# ---- bram_burst_port_flat ----
bram_burst_port_flat/detail.png
Region (37, 60) to (77, 100) microns. Cells in grey, sequential cells in the stronger grey; small squares are vias.
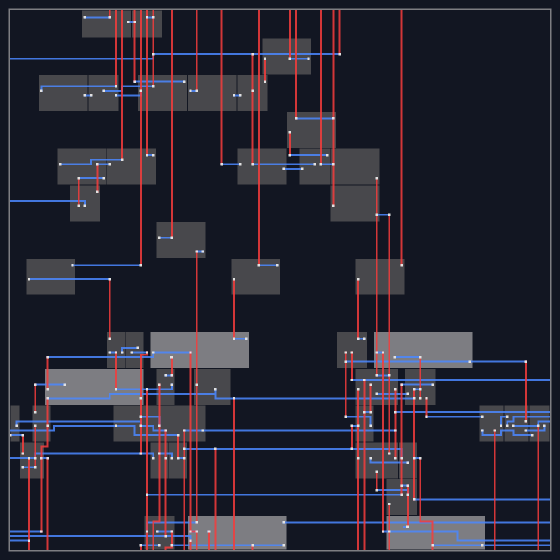

`src/rtl/bram_burst_port_if.sv`:
```
// bram_burst_port_if: request, write-beat, read-beat and BRAM-port signals of bram_burst_port.
interface bram_burst_port_if #(
    parameter int DATA_WIDTH = 32,
    parameter int ADDR_WIDTH = 10,
    parameter int LEN_WIDTH  = 4
);
    logic                    req_valid;
    logic                    req_ready;
    logic                    req_write;
    logic [ADDR_WIDTH-1:0]   req_addr;
    logic [LEN_WIDTH-1:0]    req_len;
    logic                    wdata_valid;
    logic                    wdata_ready;
    logic [DATA_WIDTH-1:0]   wdata;
    logic [DATA_WIDTH/8-1:0] wstrb;
    logic                    rdata_valid;
    logic                    rdata_ready;
    logic [DATA_WIDTH-1:0]   rdata;
    logic                    rdata_last;
    logic                    done;
    logic                    bram_en;
    logic [DATA_WIDTH/8-1:0] bram_write_en;
    logic [ADDR_WIDTH-1:0]   bram_addr;
    logic [DATA_WIDTH-1:0]   bram_data_in;
    logic [DATA_WIDTH-1:0]   bram_data_out;
    modport slave (
        input  req_valid, req_write, req_addr, req_len, wdata_valid, wdata, wstrb,
               rdata_ready, bram_data_out,
        output req_ready, wdata_ready, rdata_valid, rdata, rdata_last, done,
               bram_en, bram_write_en, bram_addr, bram_data_in
    );
    modport master (
        output req_valid, req_write, req_addr, req_len, wdata_valid, wdata, wstrb,
               rdata_ready, bram_data_out,
        input  req_ready, wdata_ready, rdata_valid, rdata, rdata_last, done,
               bram_en, bram_write_en, bram_addr, bram_data_in
    );
endinterface

```
`src/rtl/bram_burst_port.sv`:
```
// bram_burst_port: burst read/write engine for one port of a 1-cycle-latency BRAM.
// Define BRAM_BURST_CLEAR_EN to zero the whole BRAM after every reset.
module bram_burst_port #(
    parameter int DATA_WIDTH = 32,
    parameter int ADDR_WIDTH = 10,
    parameter int LEN_WIDTH  = 4
) (
    input logic              clk,
    input logic              reset,
    bram_burst_port_if.slave bus
);
    typedef enum logic [1:0] {IDLE, CLEAR, READ, WRITE} state_t;
`ifdef BRAM_BURST_CLEAR_EN
    localparam state_t RST_STATE = CLEAR;
`else
    localparam state_t RST_STATE = IDLE;
`endif
    state_t                state, state_nx;
    logic [ADDR_WIDTH-1:0] addr, addr_nx;
    logic [LEN_WIDTH-1:0]  cnt, cnt_nx;
    logic                  issued_all, issued_all_nx;
    logic                  rvalid, rvalid_nx, rlast, rlast_nx, done_q, done_nx;
    logic                  r_hs;
    always_ff @(posedge clk) begin
        if (reset) begin
            state      <= RST_STATE;
            addr       <= '0;
            cnt        <= '0;
            issued_all <= 1'b1;
            rvalid     <= 1'b0;
            rlast      <= 1'b0;
            done_q     <= 1'b0;
        end else begin
            state      <= state_nx;
            addr       <= addr_nx;
            cnt        <= cnt_nx;
            issued_all <= issued_all_nx;
            rvalid     <= rvalid_nx;
            rlast      <= rlast_nx;
            done_q     <= done_nx;
        end
    end
    always_comb begin
        state_nx           = state;
        addr_nx            = addr;
        cnt_nx             = cnt;
        issued_all_nx      = issued_all;
        rvalid_nx          = rvalid;
        rlast_nx           = rlast;
        done_nx            = 1'b0;
        bus.req_ready      = 1'b0;
        bus.wdata_ready    = 1'b0;
        bus.bram_en        = 1'b0;
        bus.bram_write_en  = '0;
        bus.bram_addr      = '0;
        bus.bram_data_in   = {DATA_WIDTH{1'b0}};
        r_hs               = rvalid && bus.rdata_ready;
        if (r_hs) begin
            rvalid_nx = 1'b0;
            rlast_nx  = 1'b0;
        end
        case (state)
            IDLE: begin
                bus.req_ready = 1'b1;
                if (bus.req_valid) begin
                    state_nx      = bus.req_write ? WRITE : READ;
                    addr_nx       = bus.req_addr;
                    cnt_nx        = bus.req_len;
                    issued_all_nx = 1'b0;
                end
            end
            CLEAR: begin
`ifdef BRAM_BURST_CLEAR_EN
                bus.bram_en       = 1'b1;
                bus.bram_write_en = '1;
                bus.bram_addr     = addr;
                addr_nx           = addr + 1'b1;
                state_nx          = &addr ? IDLE : CLEAR;
`endif
            end
            WRITE: begin
                bus.wdata_ready = 1'b1;
                if (bus.wdata_valid) begin
                    bus.bram_en       = 1'b1;
                    bus.bram_write_en = bus.wstrb;
                    bus.bram_addr     = addr;
                    bus.bram_data_in  = bus.wdata;
                    addr_nx           = addr + 1'b1;
                    cnt_nx            = cnt - 1'b1;
                    state_nx          = cnt == '0 ? IDLE : WRITE;
                    done_nx           = cnt == '0;
                end
            end
            READ: begin
                // a new read only when the output slot is empty or being drained, so rdata never changes under a stall
                if (!issued_all && (!rvalid || bus.rdata_ready)) begin
                    bus.bram_en   = 1'b1;
                    bus.bram_addr = addr;
                    addr_nx       = addr + 1'b1;
                    cnt_nx        = cnt - 1'b1;
                    issued_all_nx = cnt == '0;
                    rvalid_nx     = 1'b1;
                    rlast_nx      = cnt == '0;
                end
                if (r_hs && rlast) begin
                    state_nx = IDLE;
                    done_nx  = 1'b1;
                end
            end
            default: ;
        endcase
        if (reset) begin
            bus.req_ready     = 1'b0;
            bus.wdata_ready   = 1'b0;
            bus.bram_en       = 1'b0;
            bus.bram_write_en = '0;
            bus.bram_addr     = '0;
            bus.bram_data_in  = {DATA_WIDTH{1'b0}};
        end
    end
    assign bus.rdata_valid = rvalid;
    assign bus.rdata_last  = rlast;
    assign bus.rdata       = bus.bram_data_out;
    assign bus.done        = done_q;
endmodule

```
`src/flat_wrapper.sv`:
```
// flat-port wrapper written by rule: the top's interface ports become plain ports
module bram_burst_port_flat 
#(
    parameter int DATA_WIDTH = 32,
    parameter int ADDR_WIDTH = 10,
    parameter int LEN_WIDTH  = 4
)
  (clk, reset, bus_req_valid, bus_req_write, bus_req_addr, bus_req_len, bus_wdata_valid, bus_wdata, bus_wstrb, bus_rdata_ready, bus_bram_data_out, bus_req_ready, bus_wdata_ready, bus_rdata_valid, bus_rdata, bus_rdata_last, bus_done, bus_bram_en, bus_bram_write_en, bus_bram_addr, bus_bram_data_in);
  bram_burst_port_if #(.DATA_WIDTH(DATA_WIDTH), .ADDR_WIDTH(ADDR_WIDTH), .LEN_WIDTH(LEN_WIDTH)) bus_i ();
  input logic clk;
  input logic reset;
  input wire logic [$bits(bus_i.req_valid)-1:0] bus_req_valid;
  input wire logic [$bits(bus_i.req_write)-1:0] bus_req_write;
  input wire logic [$bits(bus_i.req_addr)-1:0] bus_req_addr;
  input wire logic [$bits(bus_i.req_len)-1:0] bus_req_len;
  input wire logic [$bits(bus_i.wdata_valid)-1:0] bus_wdata_valid;
  input wire logic [$bits(bus_i.wdata)-1:0] bus_wdata;
  input wire logic [$bits(bus_i.wstrb)-1:0] bus_wstrb;
  input wire logic [$bits(bus_i.rdata_ready)-1:0] bus_rdata_ready;
  input wire logic [$bits(bus_i.bram_data_out)-1:0] bus_bram_data_out;
  output wire logic [$bits(bus_i.req_ready)-1:0] bus_req_ready;
  output wire logic [$bits(bus_i.wdata_ready)-1:0] bus_wdata_ready;
  output wire logic [$bits(bus_i.rdata_valid)-1:0] bus_rdata_valid;
  output wire logic [$bits(bus_i.rdata)-1:0] bus_rdata;
  output wire logic [$bits(bus_i.rdata_last)-1:0] bus_rdata_last;
  output wire logic [$bits(bus_i.done)-1:0] bus_done;
  output wire logic [$bits(bus_i.bram_en)-1:0] bus_bram_en;
  output wire logic [$bits(bus_i.bram_write_en)-1:0] bus_bram_write_en;
  output wire logic [$bits(bus_i.bram_addr)-1:0] bus_bram_addr;
  output wire logic [$bits(bus_i.bram_data_in)-1:0] bus_bram_data_in;
  assign bus_i.req_valid = bus_req_valid;
  assign bus_i.req_write = bus_req_write;
  assign bus_i.req_addr = bus_req_addr;
  assign bus_i.req_len = bus_req_len;
  assign bus_i.wdata_valid = bus_wdata_valid;
  assign bus_i.wdata = bus_wdata;
  assign bus_i.wstrb = bus_wstrb;
  assign bus_i.rdata_ready = bus_rdata_ready;
  assign bus_i.bram_data_out = bus_bram_data_out;
  assign bus_req_ready = bus_i.req_ready;
  assign bus_wdata_ready = bus_i.wdata_ready;
  assign bus_rdata_valid = bus_i.rdata_valid;
  assign bus_rdata = bus_i.rdata;
  assign bus_rdata_last = bus_i.rdata_last;
  assign bus_done = bus_i.done;
  assign bus_bram_en = bus_i.bram_en;
  assign bus_bram_write_en = bus_i.bram_write_en;
  assign bus_bram_addr = bus_i.bram_addr;
  assign bus_bram_data_in = bus_i.bram_data_in;
  bram_burst_port #(.DATA_WIDTH(DATA_WIDTH), .ADDR_WIDTH(ADDR_WIDTH), .LEN_WIDTH(LEN_WIDTH)) u_core (.clk(clk), .reset(reset), .bus(bus_i));
endmodule
```
`config.mk`:
```
export PLATFORM = sky130hd
export DESIGN_NAME = bram_burst_port_flat
export DESIGN_NICKNAME = d
export VERILOG_FILES = /design/src/rtl/bram_burst_port_if.sv /design/src/rtl/bram_burst_port.sv /design/src/flat_wrapper.sv
export SDC_FILE = /design/constraint.sdc
export NUM_CORES = 1
export LEC_CHECK = 0
export CAP_MARGIN = 10
export CELL_PAD_IN_SITES_DETAIL_PLACEMENT = 0
export CELL_PAD_IN_SITES_GLOBAL_PLACEMENT = 2
export CORE_MARGIN = 2
export CORE_UTILIZATION = 14
export DETAILED_ROUTE_END_ITERATION = 10
export PLACE_DENSITY_LB_ADDON = 0.2
export SLEW_MARGIN = 20
export SYNTH_ARGS = -nofsm -noshare
export SYNTH_HDL_FRONTEND = slang
export SYNTH_SLANG_ARGS = --single-unit
```
`constraint.sdc`:
```
create_clock -name clk -period 3.9 [get_ports clk]
set_input_delay 0.39 -clock clk [delete_from_list [all_inputs] [get_ports clk]]
set_output_delay 0.39 -clock clk [all_outputs]
set_load 0.01 [all_outputs]
```
# ---- apb_master_bridge_flat ----
`config.mk`:
```
export PLATFORM = sky130hd
export DESIGN_NAME = apb_master_bridge_flat
export DESIGN_NICKNAME = d
export VERILOG_FILES = /design/src/rtl/apb_master_bridge_pkg.sv /design/src/rtl/apb_master_bridge_if.sv /design/src/rtl/apb_master_bridge_timeout.sv /design/src/rtl/apb_master_bridge.sv /design/src/flat_wrapper.sv
export SDC_FILE = /design/constraint.sdc
export NUM_CORES = 1
export LEC_CHECK = 0
export CORE_UTILIZATION = 39
export CTS_BUF_LIST = sky130_fd_sc_hd__clkbuf_8
export CTS_CLUSTER_DIAMETER = 150
export DETAILED_ROUTE_END_ITERATION = 16
export HOLD_SLACK_MARGIN = 0.15
export PLACE_DENSITY = 0.87
export SKIP_LAST_GASP = 1
export SYNTH_ARGS = -nofsm -noshare
export SYNTH_HDL_FRONTEND = slang
export SYNTH_HIERARCHICAL = 1
export SYNTH_SLANG_ARGS = --single-unit
```
`constraint.sdc`:
```
create_clock -name pclk -period 1.9 [get_ports pclk]
set_input_delay 0.475 -clock pclk [delete_from_list [all_inputs] [get_ports pclk]]
set_output_delay 0.475 -clock pclk [all_outputs]
set_load 0.05 [all_outputs]
```
`src/rtl/apb_master_bridge_pkg.sv`:
```
// Shared APB definitions: FSM state encodings and default bus widths.
// The GPIO APB slave imports the same package so both sides agree on encodings.
package apb_defs;

  localparam int APB_ADDR_W = 32;
  localparam int APB_DATA_W = 32;

  typedef enum logic [1:0] {
    APB_IDLE   = 2'd0,
    APB_SETUP  = 2'd1,
    APB_ACCESS = 2'd2,
    APB_RESP   = 2'd3
  } apb_state_e;

  // Counter width for a wait limit; a zero limit still needs one bit of storage.
  function automatic int cnt_width(input int limit);
    return (limit > 0) ? $clog2(limit + 1) : 1;
  endfunction

endpackage

```
`src/rtl/apb_master_bridge_if.sv`:
```
// Command/response port plus APB initiator signals of the bridge.
// 'master' is the bridge's view, 'slave' is the requester plus APB target view.
interface apb_master_bridge_if import apb_defs::*; #(
  parameter int ADDR_W = APB_ADDR_W,
  parameter int DATA_W = APB_DATA_W
);

  logic              cmd_valid;
  logic              cmd_ready;
  logic              cmd_write;
  logic [ADDR_W-1:0] cmd_addr;
  logic [DATA_W-1:0] cmd_wdata;

  logic              rsp_valid;
  logic [DATA_W-1:0] rsp_rdata;
  logic              rsp_err;

  logic              psel;
  logic              penable;
  logic              pwrite;
  logic [ADDR_W-1:0] paddr;
  logic [DATA_W-1:0] pwdata;
  logic [DATA_W-1:0] prdata;
  logic              pready;

  modport master (
    input  cmd_valid, cmd_write, cmd_addr, cmd_wdata, prdata, pready,
    output cmd_ready, rsp_valid, rsp_rdata, rsp_err,
    output psel, penable, pwrite, paddr, pwdata
  );

  modport slave (
    output cmd_valid, cmd_write, cmd_addr, cmd_wdata, prdata, pready,
    input  cmd_ready, rsp_valid, rsp_rdata, rsp_err,
    input  psel, penable, pwrite, paddr, pwdata
  );

endinterface

```
`src/rtl/apb_master_bridge_timeout.sv`:
```
// ACCESS-phase wait counter: cleared in SETUP, counts pready-low cycles, saturates.
// o_expired flags the cycle whose count would reach LIMIT; LIMIT=0 never expires.
module apb_timeout_counter import apb_defs::*; #(
  parameter int LIMIT = 16
) (
  input  logic pclk,
  input  logic presetn,
  input  logic i_clear,
  input  logic i_enable,
  output logic o_expired
);

  localparam int              CNT_W = cnt_width(LIMIT);
  localparam logic [CNT_W-1:0] MAX  = CNT_W'(LIMIT);
  localparam logic [CNT_W-1:0] LAST = CNT_W'((LIMIT > 0) ? LIMIT - 1 : 0);

  logic [CNT_W-1:0] r_count;

  // NOTE: reset is synchronous, so presetn is sampled as an ordinary input here.
  always_ff @(posedge pclk) begin
    if (!presetn || i_clear) begin
      r_count <= '0;
    end else if (i_enable && (r_count != MAX)) begin
      r_count <= r_count + 1'b1;
    end
  end

  assign o_expired = (LIMIT != 0) && i_enable && (r_count == LAST);

endmodule

```
`src/rtl/apb_master_bridge.sv`:
```
// APB initiator: valid/ready command in, SETUP/ACCESS transfer out, one-cycle response.
// Every bus output is registered; only cmd_ready is decoded from the state.
module apb_master_bridge import apb_defs::*; #(
  parameter int ADDR_W         = APB_ADDR_W,
  parameter int DATA_W         = APB_DATA_W,
  parameter int TIMEOUT_CYCLES = 16
) (
  input  logic                 pclk,
  input  logic                 presetn,
  apb_master_bridge_if.master  bus
);

  apb_state_e        r_state;
  apb_state_e        w_state_nxt;
  logic              r_psel;
  logic              r_penable;
  logic              r_pwrite;
  logic              w_pwrite_nxt;
  logic [ADDR_W-1:0] r_paddr;
  logic [ADDR_W-1:0] w_paddr_nxt;
  logic [DATA_W-1:0] r_pwdata;
  logic [DATA_W-1:0] w_pwdata_nxt;
  logic              r_rsp_valid;
  logic              r_rsp_err;
  logic              w_rsp_err_nxt;
  logic [DATA_W-1:0] r_rsp_rdata;
  logic [DATA_W-1:0] w_rsp_rdata_nxt;
  logic              w_expired;

  apb_timeout_counter #(
    .LIMIT (TIMEOUT_CYCLES)
  ) u_timeout (
    .pclk      (pclk),
    .presetn   (presetn),
    .i_clear   (r_state == APB_SETUP),
    .i_enable  ((r_state == APB_ACCESS) && !bus.pready),
    .o_expired (w_expired)
  );

  // NOTE: every next-value is defaulted to its hold value first so no latch is inferred.
  always_comb begin
    w_state_nxt     = r_state;
    w_paddr_nxt     = r_paddr;
    w_pwdata_nxt    = r_pwdata;
    w_pwrite_nxt    = r_pwrite;
    w_rsp_err_nxt   = r_rsp_err;
    w_rsp_rdata_nxt = r_rsp_rdata;
    case (r_state)
      APB_IDLE: begin
        if (bus.cmd_valid) begin
          w_paddr_nxt  = bus.cmd_addr;
          w_pwdata_nxt = bus.cmd_wdata;
          w_pwrite_nxt = bus.cmd_write;
          w_state_nxt  = APB_SETUP;
        end
      end
      APB_SETUP: w_state_nxt = APB_ACCESS;
      APB_ACCESS: begin
        // A ready slave completes the transfer even in the cycle the limit is hit.
        if (bus.pready) begin
          w_state_nxt     = APB_RESP;
          w_rsp_err_nxt   = 1'b0;
          w_rsp_rdata_nxt = r_pwrite ? '0 : bus.prdata;
        end else if (w_expired) begin
          w_state_nxt     = APB_RESP;
          w_rsp_err_nxt   = 1'b1;
          w_rsp_rdata_nxt = '0;
        end
      end
      APB_RESP: w_state_nxt = APB_IDLE;
      default:  w_state_nxt = APB_IDLE;
    endcase
  end

  // NOTE: state is updated with non-blocking assignments so all registers see pre-edge values.
  always_ff @(posedge pclk) begin
    if (!presetn) begin
      r_state     <= APB_IDLE;
      r_psel      <= 1'b0;
      r_penable   <= 1'b0;
      r_pwrite    <= 1'b0;
      r_paddr     <= '0;
      r_pwdata    <= '0;
      r_rsp_valid <= 1'b0;
      r_rsp_err   <= 1'b0;
      r_rsp_rdata <= '0;
    end else begin
      r_state     <= w_state_nxt;
      r_psel      <= (w_state_nxt == APB_SETUP) || (w_state_nxt == APB_ACCESS);
      r_penable   <= (w_state_nxt == APB_ACCESS);
      r_pwrite    <= w_pwrite_nxt;
      r_paddr     <= w_paddr_nxt;
      r_pwdata    <= w_pwdata_nxt;
      r_rsp_valid <= (w_state_nxt == APB_RESP);
      r_rsp_err   <= w_rsp_err_nxt;
      r_rsp_rdata <= w_rsp_rdata_nxt;
    end
  end

  assign bus.cmd_ready = (r_state == APB_IDLE) && presetn;
  assign bus.psel      = r_psel;
  assign bus.penable   = r_penable;
  assign bus.pwrite    = r_pwrite;
  assign bus.paddr     = r_paddr;
  assign bus.pwdata    = r_pwdata;
  assign bus.rsp_valid = r_rsp_valid;
  assign bus.rsp_err   = r_rsp_err;
  assign bus.rsp_rdata = r_rsp_rdata;

endmodule

```
`src/flat_wrapper.sv`:
```
// flat-port wrapper written by rule: the top's interface ports become plain ports
module apb_master_bridge_flat import apb_defs::*;
#(
  parameter int ADDR_W         = APB_ADDR_W,
  parameter int DATA_W         = APB_DATA_W,
  parameter int TIMEOUT_CYCLES = 16
)
  (pclk, presetn, bus_cmd_valid, bus_cmd_write, bus_cmd_addr, bus_cmd_wdata, bus_prdata, bus_pready, bus_cmd_ready, bus_rsp_valid, bus_rsp_rdata, bus_rsp_err, bus_psel, bus_penable, bus_pwrite, bus_paddr, bus_pwdata);
  apb_master_bridge_if #(.ADDR_W(ADDR_W), .DATA_W(DATA_W)) bus_i ();
  input  logic pclk;
  input  logic presetn;
  input wire logic [$bits(bus_i.cmd_valid)-1:0] bus_cmd_valid;
  input wire logic [$bits(bus_i.cmd_write)-1:0] bus_cmd_write;
  input wire logic [$bits(bus_i.cmd_addr)-1:0] bus_cmd_addr;
  input wire logic [$bits(bus_i.cmd_wdata)-1:0] bus_cmd_wdata;
  input wire logic [$bits(bus_i.prdata)-1:0] bus_prdata;
  input wire logic [$bits(bus_i.pready)-1:0] bus_pready;
  output wire logic [$bits(bus_i.cmd_ready)-1:0] bus_cmd_ready;
  output wire logic [$bits(bus_i.rsp_valid)-1:0] bus_rsp_valid;
  output wire logic [$bits(bus_i.rsp_rdata)-1:0] bus_rsp_rdata;
  output wire logic [$bits(bus_i.rsp_err)-1:0] bus_rsp_err;
  output wire logic [$bits(bus_i.psel)-1:0] bus_psel;
  output wire logic [$bits(bus_i.penable)-1:0] bus_penable;
  output wire logic [$bits(bus_i.pwrite)-1:0] bus_pwrite;
  output wire logic [$bits(bus_i.paddr)-1:0] bus_paddr;
  output wire logic [$bits(bus_i.pwdata)-1:0] bus_pwdata;
  assign bus_i.cmd_valid = bus_cmd_valid;
  assign bus_i.cmd_write = bus_cmd_write;
  assign bus_i.cmd_addr = bus_cmd_addr;
  assign bus_i.cmd_wdata = bus_cmd_wdata;
  assign bus_i.prdata = bus_prdata;
  assign bus_i.pready = bus_pready;
  assign bus_cmd_ready = bus_i.cmd_ready;
  assign bus_rsp_valid = bus_i.rsp_valid;
  assign bus_rsp_rdata = bus_i.rsp_rdata;
  assign bus_rsp_err = bus_i.rsp_err;
  assign bus_psel = bus_i.psel;
  assign bus_penable = bus_i.penable;
  assign bus_pwrite = bus_i.pwrite;
  assign bus_paddr = bus_i.paddr;
  assign bus_pwdata = bus_i.pwdata;
  apb_master_bridge #(.ADDR_W(ADDR_W), .DATA_W(DATA_W), .TIMEOUT_CYCLES(TIMEOUT_CYCLES)) u_core (.pclk(pclk), .presetn(presetn), .bus(bus_i));
endmodule
```
bram_burst_port_flat/layer_met2.png
Drawn at 2 px/micron.
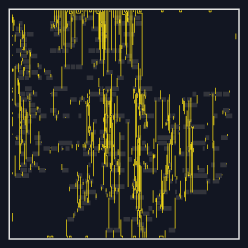
share of all routed wire = 48%
longest straight run = 43.7 microns
main direction = vertical
nets with wire on the layer = 298
via count: 1,740
final WL: 6.02 mm
global-route met2 utilization: 0.156

Notes on bram_burst_port_flat/detail.png above:
red -> metal 2
blue -> metal 1
netlist names of flops here include = u_core.addr (2), u_core.state (2)
sequential cells in the window = 5
most frequent = clkdlybuf4s50_1 (15), and2_1 (6)
cells with their middle in the window = 46

==> flow_summary.yaml, bram_burst_port_flat <==
# generated from flow reports
timing:
  rsz0062_at_grt: "false"
  tightest_slew_ns: 0.552
floorplan:
  rows: 40
  die_x_microns: 114
min_path:
  min_from: "u_core.issued_all"
pwr:
  power.leakage_nw: 0.980
  p_int_mw: 0.504
  vdd_drop_max_v: 0.000136
  powerSeq_mw: 0.262
cells_and_area:
  drive_gt1_frac: 0.0465
logic_synthesis:
  avgSynthCellArea_sq_um: 7.41
  fp_nets: 319
  yosysWarnings: 0
status:
  run_status: "complete, no violations"
run:
  warning_count: 26
-- bram_burst_port_flat: cell type report --
class	count	area (sq um)
fill	1343	9120
timing repair buffer	112	1120
multi-input combinational	159	977
sequential	20	400
tap	147	184
clock buffer	4	88.8
inverter	6	22.5
-- bram_burst_port_flat: state kept, by name (all words and copies together), names as in the netlist --
| register | flops |
|---|---|
| u_core.state | 2 |
| u_core.cnt | 4 |
| u_core.bus.done | 1 |
| u_core.bus.rdata_last | 1 |
| u_core.addr | 10 |
| u_core.issued_all | 1 |
| u_core.bus.rdata_valid | 1 |
apb_master_bridge_flat/congestion.png
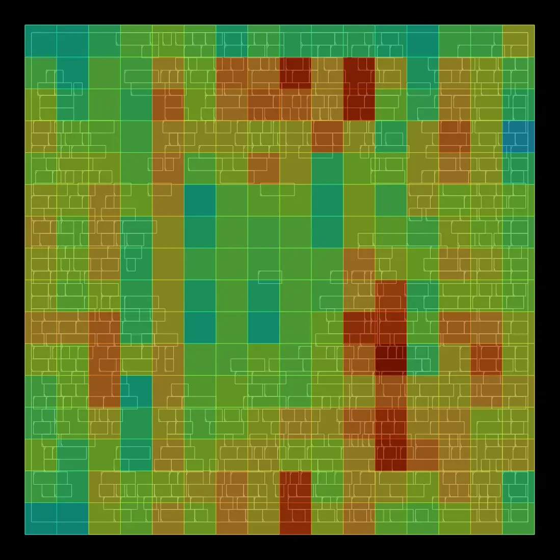
met3 usage: 0.0494
met1 Resource Use GR: 0.223
fin util: 0.584
routed len/inst: 15.2 microns
GRT Util Overall: 0.193

==> flow_summary.yaml, apb_master_bridge_flat <==
# generated from flow reports
detailed_routing:
  drt-initial-drc-count: 340
  via_per_inst: 5.24
  drt_first_pass_iters: 4
  met3WireLength_microns: 801
  drc_errors: 0
  drt-met1-wl_mm: 4.84
  wl_mm: 11.6
timing:
  tightest_slew_ns: 0.530
  rsz0062_at_grt: "true"
  setup_tns_ns: 0
pwr:
  p_comb_mw: 4.17
  sequentialPowerShare: 0.337
  p_int_mw: 4.80
  switching_share: 0.434
  powerDensity_nw_per_um2: 1270
  power.switching_mw: 3.67
  comb_power_share: 0.492
  vdd_drop_max_v: 0.000836
  power_leader: "combinational cells"
  power.leakage_nw: 2.70
logic_synthesis:
  yosys.stat.seqShare: 0.471
  ff_type: "dfxtp_1"
  synthArstFlopShare: 0
  yosys.area.top_type: "dfxtp_1"
  synthAdderAreaFrac: 0.0245
  yosysWarnings: 6
cts:
  clk_path_buf_depth: 2
  h-tree-depth: 3
  numCtsBuffers: 9
  cts_tree: "yes"
  cts_root_buf: "clkbuf_8"
cells_and_area:
  final-comb-area_sq_um: 2110
  nets: 729
  antenna_cells: 0
  fill_cells: 945
  bufAreaShareNonClock: 0.298
  clkCellAreaFrac: 0.0306
  ff_count: 108
  n_all_buffers: 221
  dominant_cells: "flip-flops and latches"
min_path:
  hp-class: "input pin to flip-flop"
critical_path:
  worstPathArrival_ns: 2.12
  cp-end-kind: "flip-flop"
  crit_slowest_cell: "or3_1"
  path_max_fanout: 2
  crit_path_max_incr_delay_ns: 0.37
floorplan:
  io_pins: 203
  rows: 39
  dieArea_sq_um: 12200
  initial_core_util: 0.402
  core_area_sq_um: 11400
place:
  dp_slack_ns: -0.236
  place.detailed.hpwl_mm: 8.14
status:
  run_status: "complete, no violations"
## apb_master_bridge_flat: worst paths after layout
check	cells past startpoint	to	slack, ns	start
max reg2reg	8	u_core/bus.penable	0.07	u_core/u_timeout/r_count[1]
min	3	u_core/bus.paddr[13]	0.42	bus_cmd_valid
max	8	u_core/bus.penable	0.07	u_core/u_timeout/r_count[1]
min reg2reg	1	u_core/bus.rsp_rdata[5]	0.51	u_core/bus.rsp_rdata[5]
## apb_master_bridge_flat: timing repair
item / 4_1_cts / 5_1_grt
resized: 2 / 6
pin swaps: 0 / 0
endpoints found under the setup margin: 2 / 35
setup buffers: 1 / 0

## Gallery

Gate-type map.
Drawn at 4 px/micron.
panel A
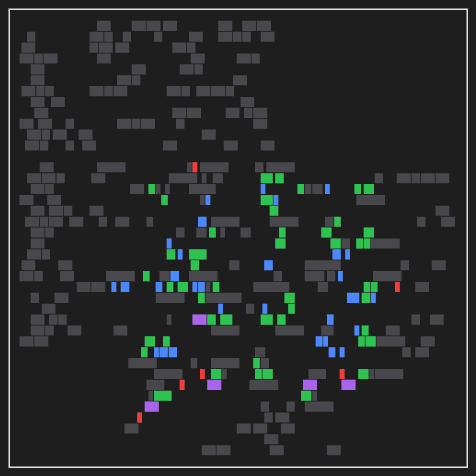
panel B
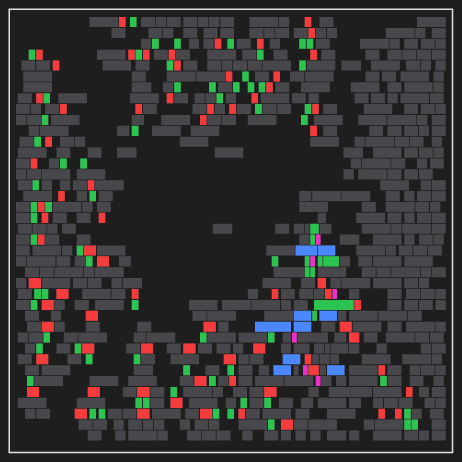
Panel A comes from bram_burst_port_flat.
Panel B comes from apb_master_bridge_flat.
The one with the most cells is panel B.

Key to panel B:
magenta -> inv cells  # cells 6, most used inv_1
green -> nand cells  # cells 74, most used nand3_1, where widely spread
blue -> fa/ha/maj cells  # cells 9, most used ha_1
red -> aoi and oai cells  # cells 72, most used a21oi_1, where widely spread


# ---- col_engine_param ----
col_engine_param/flops_by_reg.png
Drawn at 3 px/micron. Other sequential cells in the stronger grey, the rest of the logic in the fainter grey.
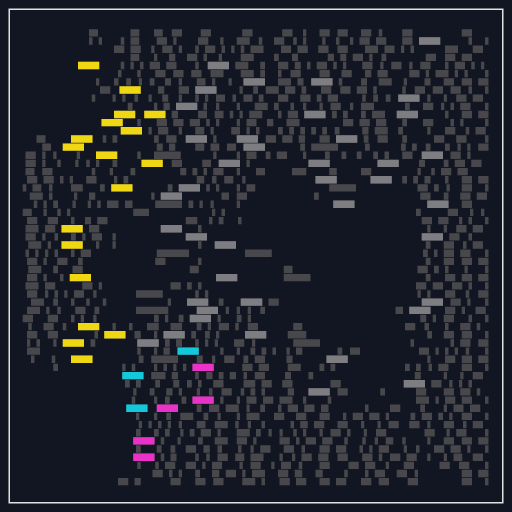

[src/rtl/col_engine_pkg.sv]
// Shared types and row helpers for the drum-mesh column engine.
// Row wrap helper is used by the sequencer and the read-address path.
package col_engine_pkg;

    typedef enum logic [2:0] {
        ST_INIT    = 3'd0,
        ST_IDLE    = 3'd1,
        ST_PRIME   = 3'd2,
        ST_READ    = 3'd3,
        ST_COMPUTE = 3'd4,
        ST_DONE    = 3'd5
    } state_t;

    localparam int ROW_BOTTOM      = 0;
    localparam int ROW_TOP_DEFAULT = 29;
    localparam int PULSE_W         = 1;

    function automatic int wrap_next(input int row,
                                     input int top = ROW_TOP_DEFAULT);
        return (row >= top) ? ROW_BOTTOM : row + 1;
    endfunction

endpackage

[src/rtl/col_row_sequencer.sv]
// Row counter and state machine for one mesh column.
// INIT writes are held off for one cycle after reset release.
module col_row_sequencer
    import col_engine_pkg::*;
#(
    parameter int R  = 30,
    parameter int AW = $clog2(R)
) (
    input  logic          clk,
    input  logic          rst,
    input  logic          init_req_i,
    input  logic          step_go_i,
    output state_t        state_o,
    output logic [AW-1:0] row_o,
    output logic          init_wr_o
);

    localparam int ROW_TOP = R - 1;

    state_t        state_q, state_d;
    logic [AW-1:0] row_q, row_d;
    logic          arm_q;
    logic          at_top;
    logic          busy_step;

    assign at_top    = int'(row_q) == ROW_TOP;
    assign busy_step = (state_q == ST_PRIME) || (state_q == ST_READ) ||
                       (state_q == ST_COMPUTE);
    assign state_o   = state_q;
    assign row_o     = row_q;
    assign init_wr_o = (state_q == ST_INIT) && arm_q;

    // Next state and row; an init request aborts a running step.
    always_comb begin
        state_d = state_q;
        row_d   = row_q;
        unique case (state_q)
            ST_INIT: begin
                if (arm_q) begin
                    if (at_top) begin
                        state_d = ST_IDLE;
                        row_d   = '0;
                    end else begin
                        row_d = AW'(wrap_next(int'(row_q), ROW_TOP));
                    end
                end
            end
            ST_IDLE: begin
                row_d = '0;
                if (init_req_i) begin
                    state_d = ST_INIT;
                end else if (step_go_i) begin
                    state_d = ST_PRIME;
                end
            end
            ST_PRIME: begin
                row_d   = '0;
                state_d = ST_READ;
            end
            ST_READ: begin
                state_d = ST_COMPUTE;
            end
            ST_COMPUTE: begin
                if (at_top) begin
                    state_d = ST_DONE;
                    row_d   = '0;
                end else begin
                    state_d = ST_READ;
                    row_d   = AW'(wrap_next(int'(row_q), ROW_TOP));
                end
            end
            ST_DONE: begin
                state_d = ST_IDLE;
                row_d   = '0;
            end
            default: begin
                state_d = ST_INIT;
                row_d   = '0;
            end
        endcase
        if (busy_step && init_req_i) begin
            state_d = ST_INIT;
            row_d   = '0;
        end
    end

    // State, row and the post-reset write arm flag.
    always_ff @(posedge clk) begin
        if (rst) begin
            state_q <= ST_INIT;
            row_q   <= '0;
            arm_q   <= 1'b0;
        end else begin
            state_q <= state_d;
            row_q   <= row_d;
            arm_q   <= 1'b1;
        end
    end

endmodule

[src/rtl/col_engine_param.sv]
// Column engine: owns one mesh column and drives the external solver.
// Sequencing lives in col_row_sequencer; datapath and probe live here.
module col_engine_param
    import col_engine_pkg::*;
#(
    parameter int DW    = 18,
    parameter int R     = 30,
    parameter int AW    = $clog2(R),
    parameter int PROBE = R / 2
) (
    input  logic          clk,
    input  logic          rst,
    input  logic          init_req,
    input  logic          step_go,
    output logic [AW-1:0] init_addr,
    input  logic [DW-1:0] init_data,
    input  logic [DW-1:0] left_in,
    input  logic [DW-1:0] right_in,
    output logic [DW-1:0] me,
    output logic [AW-1:0] row_idx,
    output logic [DW-1:0] sol_up,
    output logic [DW-1:0] sol_down,
    output logic [DW-1:0] sol_left,
    output logic [DW-1:0] sol_right,
    output logic [DW-1:0] sol_in,
    output logic [DW-1:0] sol_prev,
    input  logic [DW-1:0] sol_next,
    output logic [AW-1:0] cur_raddr,
    output logic [AW-1:0] cur_waddr,
    output logic [AW-1:0] prev_raddr,
    output logic [AW-1:0] prev_waddr,
    input  logic [DW-1:0] cur_rdata,
    input  logic [DW-1:0] prev_rdata,
    output logic          cur_we,
    output logic          prev_we,
    output logic [DW-1:0] cur_wdata,
    output logic [DW-1:0] prev_wdata,
    output logic          busy,
    output logic          init_done,
    output logic          step_done,
    output logic          probe_valid,
    output logic [DW-1:0] probe_out
);

    localparam int ROW_TOP = R - 1;

    state_t        state;
    logic [AW-1:0] row;
    logic          init_wr;
    logic [DW-1:0] u_in_q, u_down_q, probe_q;
    logic          prime_q, probe_valid_q, init_done_q;
    logic          in_read, in_comp, at_top, at_bot, at_probe;
    logic [AW-1:0] row_nx;

    col_row_sequencer #(.R(R), .AW(AW)) u_seq (
        .clk       (clk),
        .rst       (rst),
        .init_req_i(init_req),
        .step_go_i (step_go),
        .state_o   (state),
        .row_o     (row),
        .init_wr_o (init_wr)
    );

    assign in_read  = state == ST_READ;
    assign in_comp  = state == ST_COMPUTE;
    assign at_top   = int'(row) == ROW_TOP;
    assign at_bot   = int'(row) == ROW_BOTTOM;
    assign at_probe = int'(row) == PROBE;
    assign row_nx   = AW'(wrap_next(int'(row), ROW_TOP));

    // Status, pulses and addresses derived from state and row.
    always_comb begin
        me          = u_in_q;
        row_idx     = row;
        busy        = state != ST_IDLE;
        step_done   = state == ST_DONE;
        init_done   = init_done_q;
        probe_valid = probe_valid_q;
        probe_out   = probe_q;
        init_addr   = (state == ST_INIT) ? row : '0;
        cur_raddr   = (in_read || in_comp) ? row_nx : '0;
        prev_raddr  = (in_read || in_comp) ? row : '0;
    end

    // Solver operand mux and memory write ports.
    always_comb begin
        sol_up     = '0;
        sol_down   = '0;
        sol_left   = '0;
        sol_right  = '0;
        sol_in     = '0;
        sol_prev   = '0;
        cur_we     = 1'b0;
        prev_we    = 1'b0;
        cur_waddr  = '0;
        prev_waddr = '0;
        cur_wdata  = '0;
        prev_wdata = '0;
        if (init_wr) begin
            cur_we     = 1'b1;
            prev_we    = 1'b1;
            cur_waddr  = row;
            prev_waddr = row;
            cur_wdata  = init_data;
            prev_wdata = init_data;
        end else if (in_comp) begin
            sol_up     = at_top ? '0 : cur_rdata;
            sol_down   = at_bot ? '0 : u_down_q;
            sol_left   = left_in;
            sol_right  = right_in;
            sol_in     = u_in_q;
            sol_prev   = prev_rdata;
            cur_we     = 1'b1;
            prev_we    = 1'b1;
            cur_waddr  = row;
            prev_waddr = row;
            cur_wdata  = sol_next;
            prev_wdata = u_in_q;
        end
    end

    // Row pipeline registers: prime latch, u_in/u_down shift.
    always_ff @(posedge clk) begin
        if (rst) begin
            prime_q  <= 1'b0;
            u_in_q   <= '0;
            u_down_q <= '0;
        end else begin
            if (state == ST_PRIME) begin
                prime_q <= 1'b1;
            end else if (in_read) begin
                prime_q <= 1'b0;
            end
            if (in_read && prime_q) begin
                u_in_q <= cur_rdata;
            end else if (in_comp) begin
                u_down_q <= u_in_q;
                u_in_q   <= cur_rdata;
            end
        end
    end

    // Probe capture and the registered done/valid pulses.
    always_ff @(posedge clk) begin
        if (rst) begin
            probe_q       <= '0;
            probe_valid_q <= 1'b0;
            init_done_q   <= 1'b0;
        end else begin
            probe_valid_q <= in_comp && at_probe;
            init_done_q   <= init_wr && at_top;
            if (in_comp && at_probe) begin
                probe_q <= sol_next;
            end
        end
    end

endmodule

[config.mk]
export PLATFORM = sky130hd
export DESIGN_NAME = col_engine_param
export DESIGN_NICKNAME = d
export VERILOG_FILES = /design/src/rtl/col_engine_pkg.sv /design/src/rtl/col_row_sequencer.sv /design/src/rtl/col_engine_param.sv
export SDC_FILE = /design/constraint.sdc
export NUM_CORES = 1
export LEC_CHECK = 0
export ABC_AREA = 1
export CAP_MARGIN = 20
export CELL_PAD_IN_SITES_DETAIL_PLACEMENT = 2
export CELL_PAD_IN_SITES_GLOBAL_PLACEMENT = 2
export CORE_MARGIN = 4
export CORE_UTILIZATION = 16
export CTS_CLUSTER_DIAMETER = 120
export DETAILED_ROUTE_END_ITERATION = 7
export GPL_ROUTABILITY_DRIVEN = 1
export GPL_TIMING_DRIVEN = 0
export PLACE_DENSITY = 0.95
export SYNTH_ARGS = -nofsm -noshare
export SYNTH_HDL_FRONTEND = slang
export SYNTH_SLANG_ARGS = --single-unit
[constraint.sdc]
create_clock -name clk -period 3.45 [get_ports clk]
set_input_delay 0.69 -clock clk [delete_from_list [all_inputs] [get_ports clk]]
set_output_delay 0.69 -clock clk [all_outputs]
set_load 0.05 [all_outputs]
# ---- nor_tester ----
### config.mk
export PLATFORM = sky130hd
export DESIGN_NAME = nor_tester
export DESIGN_NICKNAME = d
export VERILOG_FILES = /design/src/rtl/nor_tester_pkg.sv /design/src/rtl/nor_tester.sv
export SDC_FILE = /design/constraint.sdc
export NUM_CORES = 1
export LEC_CHECK = 0
export ABC_AREA = 0
export CORE_ASPECT_RATIO = 0.5
export CORE_MARGIN = 5
export CORE_UTILIZATION = 58
export DETAILED_ROUTE_END_ITERATION = 8
export PLACE_DENSITY = 0.92
export SLEW_MARGIN = 20
export SYNTH_ARGS = -nofsm -noshare
export SYNTH_HDL_FRONTEND = slang
export SYNTH_SLANG_ARGS = --single-unit
### constraint.sdc
create_clock -name clk -period 4.1 [get_ports clk]
set_input_delay 0.615 -clock clk [delete_from_list [all_inputs] [get_ports clk]]
set_output_delay 0.615 -clock clk [all_outputs]
set_load 0.005 [all_outputs]
### src/rtl/nor_tester_pkg.sv
// Shared types and helpers for the NOR gate stimulus-and-check engine.
// Latency: n/a (declarations only).
// Backpressure: n/a.
package nor_tester_pkg;

    typedef enum logic [1:0] {
        ST_IDLE   = 2'd0,
        ST_SETTLE = 2'd1,
        ST_SAMPLE = 2'd2,
        ST_DONE   = 2'd3
    } state_t;

    // Number of input combinations of a 2-input gate.
    localparam int NUM_VECTORS = 4;

    // Reference output of a healthy 2-input NOR.
    function automatic logic nor_expected(input logic x, input logic y);
        return ~(x | y);
    endfunction

endpackage

### src/rtl/nor_tester.sv
// Drives a 2-input NOR through all four input vectors, samples its output and scores it.
// Latency: done pulses 4*ROUNDS*(SETTLE_CYCLES+1) cycles after the start-accept edge.
// Backpressure: none; start is accepted only in IDLE and is dropped (not queued) otherwise.
//
// Ports:
//   clk, rst_n          clock and asynchronous active-low reset
//   start               begin a run (sampled in IDLE only)
//   z_in                output of the gate under test
//   x_out, y_out        gate inputs; {x_out,y_out} is the current vector index
//   busy                high from start accept until the done edge
//   done                one-cycle end-of-run pulse
//   pass                run had no mismatches; held until the next accepted start
//   err_vec             sticky per-vector mismatch flags, bit i <-> {x,y}=i
//   fail_count          total mismatches in the run, saturating at 255
module nor_tester
    import nor_tester_pkg::*;
#(
    parameter int SETTLE_CYCLES = 2,
    parameter int ROUNDS        = 1
) (
    input  logic       clk,
    input  logic       rst_n,
    input  logic       start,
    input  logic       z_in,
    output logic       x_out,
    output logic       y_out,
    output logic       busy,
    output logic       done,
    output logic       pass,
    output logic [3:0] err_vec,
    output logic [7:0] fail_count
);

    localparam int CNT_W = (SETTLE_CYCLES < 2) ? 1 : $clog2(SETTLE_CYCLES + 1);
    localparam int IDX_W = $clog2(NUM_VECTORS);
    localparam int RND_W = 6;

    state_t             state;
    logic [CNT_W-1:0]   cnt;
    logic [IDX_W-1:0]   idx;
    logic [RND_W-1:0]   round;

    // Scoreboard update for the vector currently on the gate inputs.
    logic               mismatch;
    logic [3:0]         err_vec_nxt;
    logic [7:0]         fail_count_nxt;
    logic               last_vec;
    logic [IDX_W-1:0]   idx_inc;

    always_comb begin
        mismatch       = (z_in != nor_expected(x_out, y_out));
        err_vec_nxt    = err_vec;
        fail_count_nxt = fail_count;
        if (mismatch) begin
            err_vec_nxt = err_vec | (4'b0001 << idx);
            if (fail_count != 8'hFF) begin
                fail_count_nxt = fail_count + 8'd1;
            end
        end
        last_vec = (idx == IDX_W'(NUM_VECTORS - 1)) && (round == RND_W'(ROUNDS - 1));
        idx_inc  = idx + IDX_W'(1);
    end

    always_ff @(posedge clk or negedge rst_n) begin
        if (!rst_n) begin
            state      <= ST_IDLE;
            cnt        <= '0;
            idx        <= '0;
            round      <= '0;
            x_out      <= 1'b0;
            y_out      <= 1'b0;
            busy       <= 1'b0;
            done       <= 1'b0;
            pass       <= 1'b0;
            err_vec    <= 4'b0000;
            fail_count <= 8'd0;
        end else begin
            case (state)
                ST_IDLE: begin
                    if (start) begin
                        err_vec    <= 4'b0000;
                        fail_count <= 8'd0;
                        pass       <= 1'b0;
                        idx        <= '0;
                        round      <= '0;
                        x_out      <= 1'b0;
                        y_out      <= 1'b0;
                        cnt        <= CNT_W'(SETTLE_CYCLES);
                        busy       <= 1'b1;
                        state      <= ST_SETTLE;
                    end
                end

                ST_SETTLE: begin
                    if (cnt == CNT_W'(1)) begin
                        state <= ST_SAMPLE;
                    end else begin
                        cnt <= cnt - CNT_W'(1);
                    end
                end

                ST_SAMPLE: begin
                    err_vec    <= err_vec_nxt;
                    fail_count <= fail_count_nxt;
                    if (last_vec) begin
                        // Result and strobe go out together so pass is valid
                        // in the same cycle as done, final sample included.
                        pass  <= (err_vec_nxt == 4'b0000);
                        done  <= 1'b1;
                        busy  <= 1'b0;
                        x_out <= 1'b0;
                        y_out <= 1'b0;
                        state <= ST_DONE;
                    end else begin
                        idx   <= idx_inc;
                        if (idx == IDX_W'(NUM_VECTORS - 1)) begin
                            round <= round + RND_W'(1);
                        end
                        x_out <= idx_inc[1];
                        y_out <= idx_inc[0];
                        cnt   <= CNT_W'(SETTLE_CYCLES);
                        state <= ST_SETTLE;
                    end
                end

                ST_DONE: begin
                    done  <= 1'b0;
                    state <= ST_IDLE;
                end

                default: begin
                    state <= ST_IDLE;
                end
            endcase
        end
    end

endmodule

col_engine_param/detail.png
Region (62, 95) to (102, 135) microns. Cells in grey, sequential cells in the stronger grey; small squares are vias.
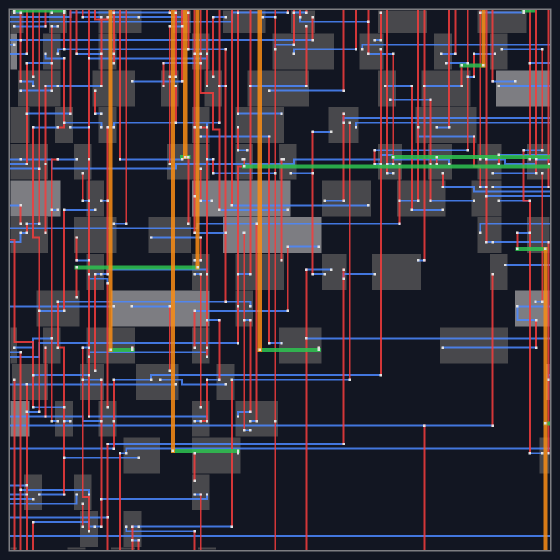
red -> metal 2
orange -> metal 4
blue -> metal 1
green -> metal 3
most frequent = nand2_1 (19), clkdlybuf4s50_1 (10)
cells with their middle in the window = 78
sequential cells in the window = 5
netlist names of flops here include = u_down_q (4), probe_out (1)

## Picture notes: col_engine_param/flops_by_reg.png
magenta -> u_seq.row_o  # sequential cells 5
cyan -> u_seq.state_o  # sequential cells 3
yellow -> me  # sequential cells 18
not coloured = 40

==> flow_summary.yaml, col_engine_param <==
# generated from flow reports
critical_path:
  critical_path_class: "flip-flop to primary output"
  r2r_cells: 8
  crit_path_end: "cur_wdata[17]"
  rrSetupSlack_ns: 1.46
logic_synthesis:
  yosys.stat.seqShare: 0.339
  logic_family: "simple AND/OR/NAND/NOR gates"
  ys.flops: 66
  yosys.area.top_type: "dfxtp_1"
detailed_routing:
  wl_mm: 25.2
  via_per_inst: 4.19
  drt_first_pass_iters: 4
  vias: 5423
pwr:
  p_int_mw: 1.63
cts:
  cts_tree: "yes"
  cts_root_buf: "clkbuf_16"
  clk_latency_ns: 0.34
global_route:
  grt_pass1_vias: 6105
cells_and_area:
  inverters: 147
  ff_count: 66
  flop_area_sq_um: 1320
  lay_top_cells: "clkdlybuf4s50_1 (278), nor2_1 (155), inv_1 (142)"
  dominant_cells: "non-clock buffers"
  layout-area-overhead-vs-synth_pct: 105
  bufAreaShareNonClock: 0.447
  fill_cells: 2753
  drive_gt1_frac: 0.0914
status:
  run_status: "complete, no violations"
min_path:
  whs_endpoint: "u_down_q[3]"
[col_engine_param: layer usage]
layer | wire length (microns) | GRT usage
met1 | 9570 | 0.193
met3 | 1790 | 0.0419
met4 | 767 | 0.0663
met2 | 13100 | 0.336
met5 | 0 | 0
[col_engine_param: worst max-delay path, stage by stage (launching register included)]
cell and delay [ns]:
dfxtp_1 0.51, inv_2 0.11, nand2_2 0.20, inv_2 0.05, nand2_2 0.19, buf_2 0.33, o22ai_1 0.11, clkdlybuf4s50_1 0.75
nor_tester/io_fan.png
Drawn at 8 px/micron.
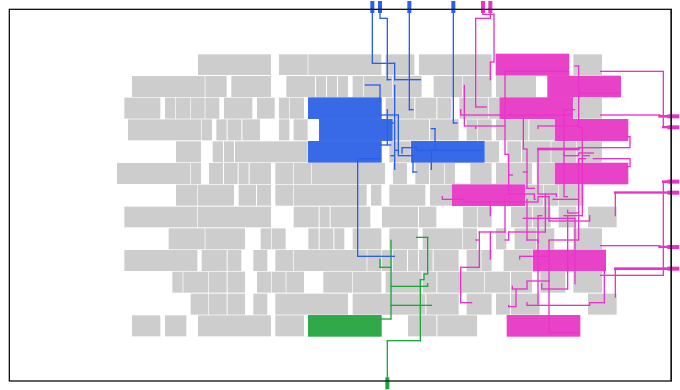
green -> x_out  # bits 1, direction output, edge bottom, end cells 1, buffers 1, wire 47.6 microns
magenta -> fail_count  # bits 8, direction output, edge 6 right, 2 top, end cells 8, buffers 8, wire 409 microns
blue -> err_vec  # bits 4, direction output, edge top, end cells 4, buffers 4, wire 121 microns

==> flow_summary.yaml, nor_tester <==
# generated from flow reports
logic_synthesis:
  topCellsByArea: "dfrtp_1 (48%), ha_1 (6.6%), a21oi_1 (3.6%)"
  synth-edff-count: 0
  yosys.stat.seqShare: 0.475
  top_cell_area_share: 0.475
  ff_type: "dfrtp_1"
  common_cells: "dfrtp_1 (29), nand2_1 (12), a21oi_1 (11), nand3_1 (11)"
critical_path:
  path_max_fanout: 12
  rrSetupSlack_ns: 2.15
  crit_path_end: "fail_count[3]"
  path_buffers: 1
  worstPathRequired_ns: 4.26
  r2r_cells: 5
  cp-end-kind: "flip-flop"
  reg2reg_from: "idx[0]"
  r2r_end: "round[2]"
global_route:
  busiest_layer: "met2"
  grt_antenna_before_repair: 0
  gr-total-overflow: 0
  use_met3: 0.0762
cts:
  hold_buffers: 0
  cts_root_buf: "clkbuf_8"
  clk_pin_slew_worst_paths_ns: 0.06
floorplan:
  core_area_sq_um: 2550
  die_height_microns: 46.3
  dieArea_sq_um: 3820
  die_x_microns: 82.6
cells_and_area:
  n_all_buffers: 21
  multi_input_comb_cells: 112
  comb_share: 0.408
  bufAreaShareNonClock: 0.113
  max_flop_register: "fail_count"
  instances_no_fill: 211
  clkCellAreaFrac: 0.0471
  largest_reg_flops: 8
  final_util: 0.718
  drive_gt1_frac: 0.0862
  lay_top_cells: "dfrtp_1 (29), clkdlybuf4s50_1 (20), nand2_1 (12)"
  nClkBuffers: 7
  seq_area_frac: 0.396
timing:
  skew_ns: 0.00737
  drv_slew: 0
  fmax_ghz: 0.472
  tightest_slew_ns: 0.573
  fin_ws_ns: 1.98
  max-slew-margin-rel: 0.618
  hold_viol: 0
  post-route-period-util: 0.517
  setup_tns_ns: 0
place:
  place.detailed.hpwl_mm: 2.35
  place.gp.congestion: 0.832
  dp.cells: 204
  dp_slack_ns: 1.71
detailed_routing:
  met2_length_mm: 1.64
  via_per_inst: 6.00
  met3WireLength_microns: 127
  drt_first_pass_iters: 4
  routedWlPerCell_microns: 16.0
  wl_mm: 3.37
min_path:
  min_from: "busy"
  hold_path_depth: 2
  hp-class: "flip-flop to flip-flop"
pwr:
  power.leakage_nw: 0.793
  p_total_mw: 0.666
status:
  run_status: "complete, no violations"
## nor_tester: power by group
group / total, mW / internal [mW] / switching, mW
logic: 0.0964 / 0.0595 / 0.0370
registers: 0.332 / 0.305 / 0.0273
clock network: 0.238 / 0.133 / 0.105
## nor_tester: cells by family after synthesis
logic type / count (synthesis) / share of synthesized area
multiplexers: 3 / 0.0205
AND-OR/OR-AND: 40 / 0.184
AND/OR/NAND/NOR: 59 / 0.209
buffers and inverters: 10 / 0.0344
flip-flops: 29 / 0.475
adder cells (fa/ha/maj): 8 / 0.0656
XOR/XNOR: 2 / 0.0115

==> screenshots <==
M2 wires.
shot_01.png
Drawn at 1.5 px/micron.
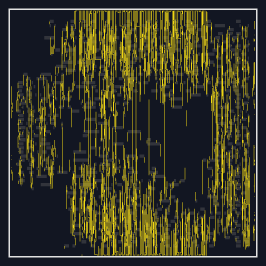
shot_02.png
Drawn at 4 px/micron.
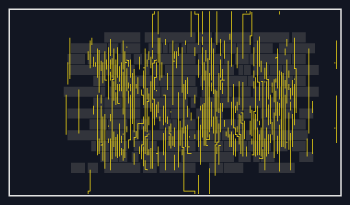
Of these, largest die: shot_01.png
- shot_01.png = col_engine_param
- shot_02.png = nor_tester



==> screenshots <==
Where the registers sit.
(a)
Drawn at 4 px/micron. Other sequential cells in the stronger grey, the rest of the logic in the fainter grey.
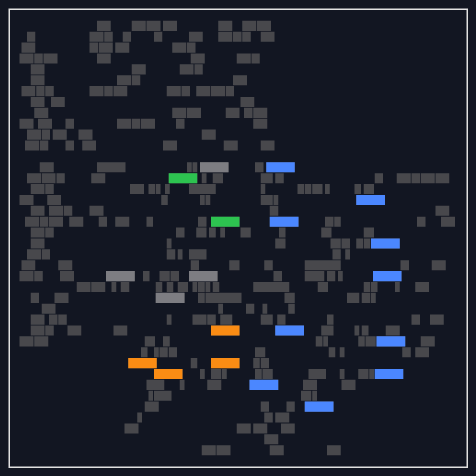
(b)
Drawn at 4 px/micron. Other sequential cells in the stronger grey, the rest of the logic in the fainter grey.
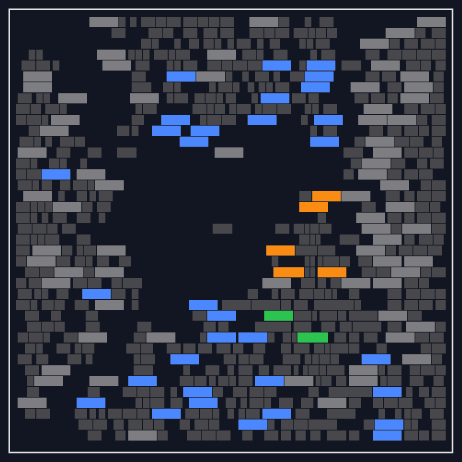
(c)
Drawn at 8 px/micron. Other sequential cells in the stronger grey, the rest of the logic in the fainter grey.
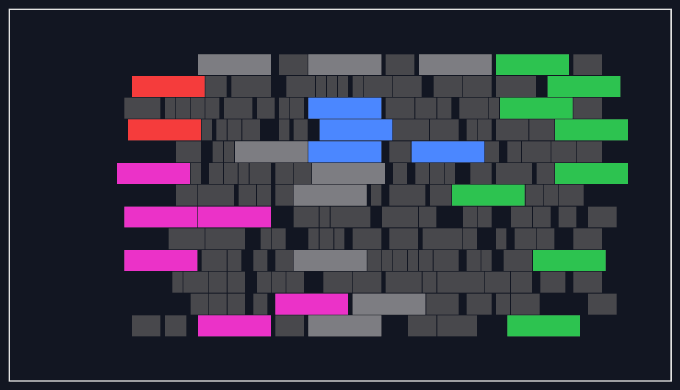
nor_tester: (c)
apb_master_bridge_flat: (b)
bram_burst_port_flat: (a)

Key to (b):
orange -> u_core/u_timeout/r_count  # sequential cells 5
blue -> u_core/bus.paddr  # sequential cells 32
green -> u_core/r_state  # sequential cells 2
not coloured = 69

Power figures rest on the tool's default switching activity, not on a simulated workload.
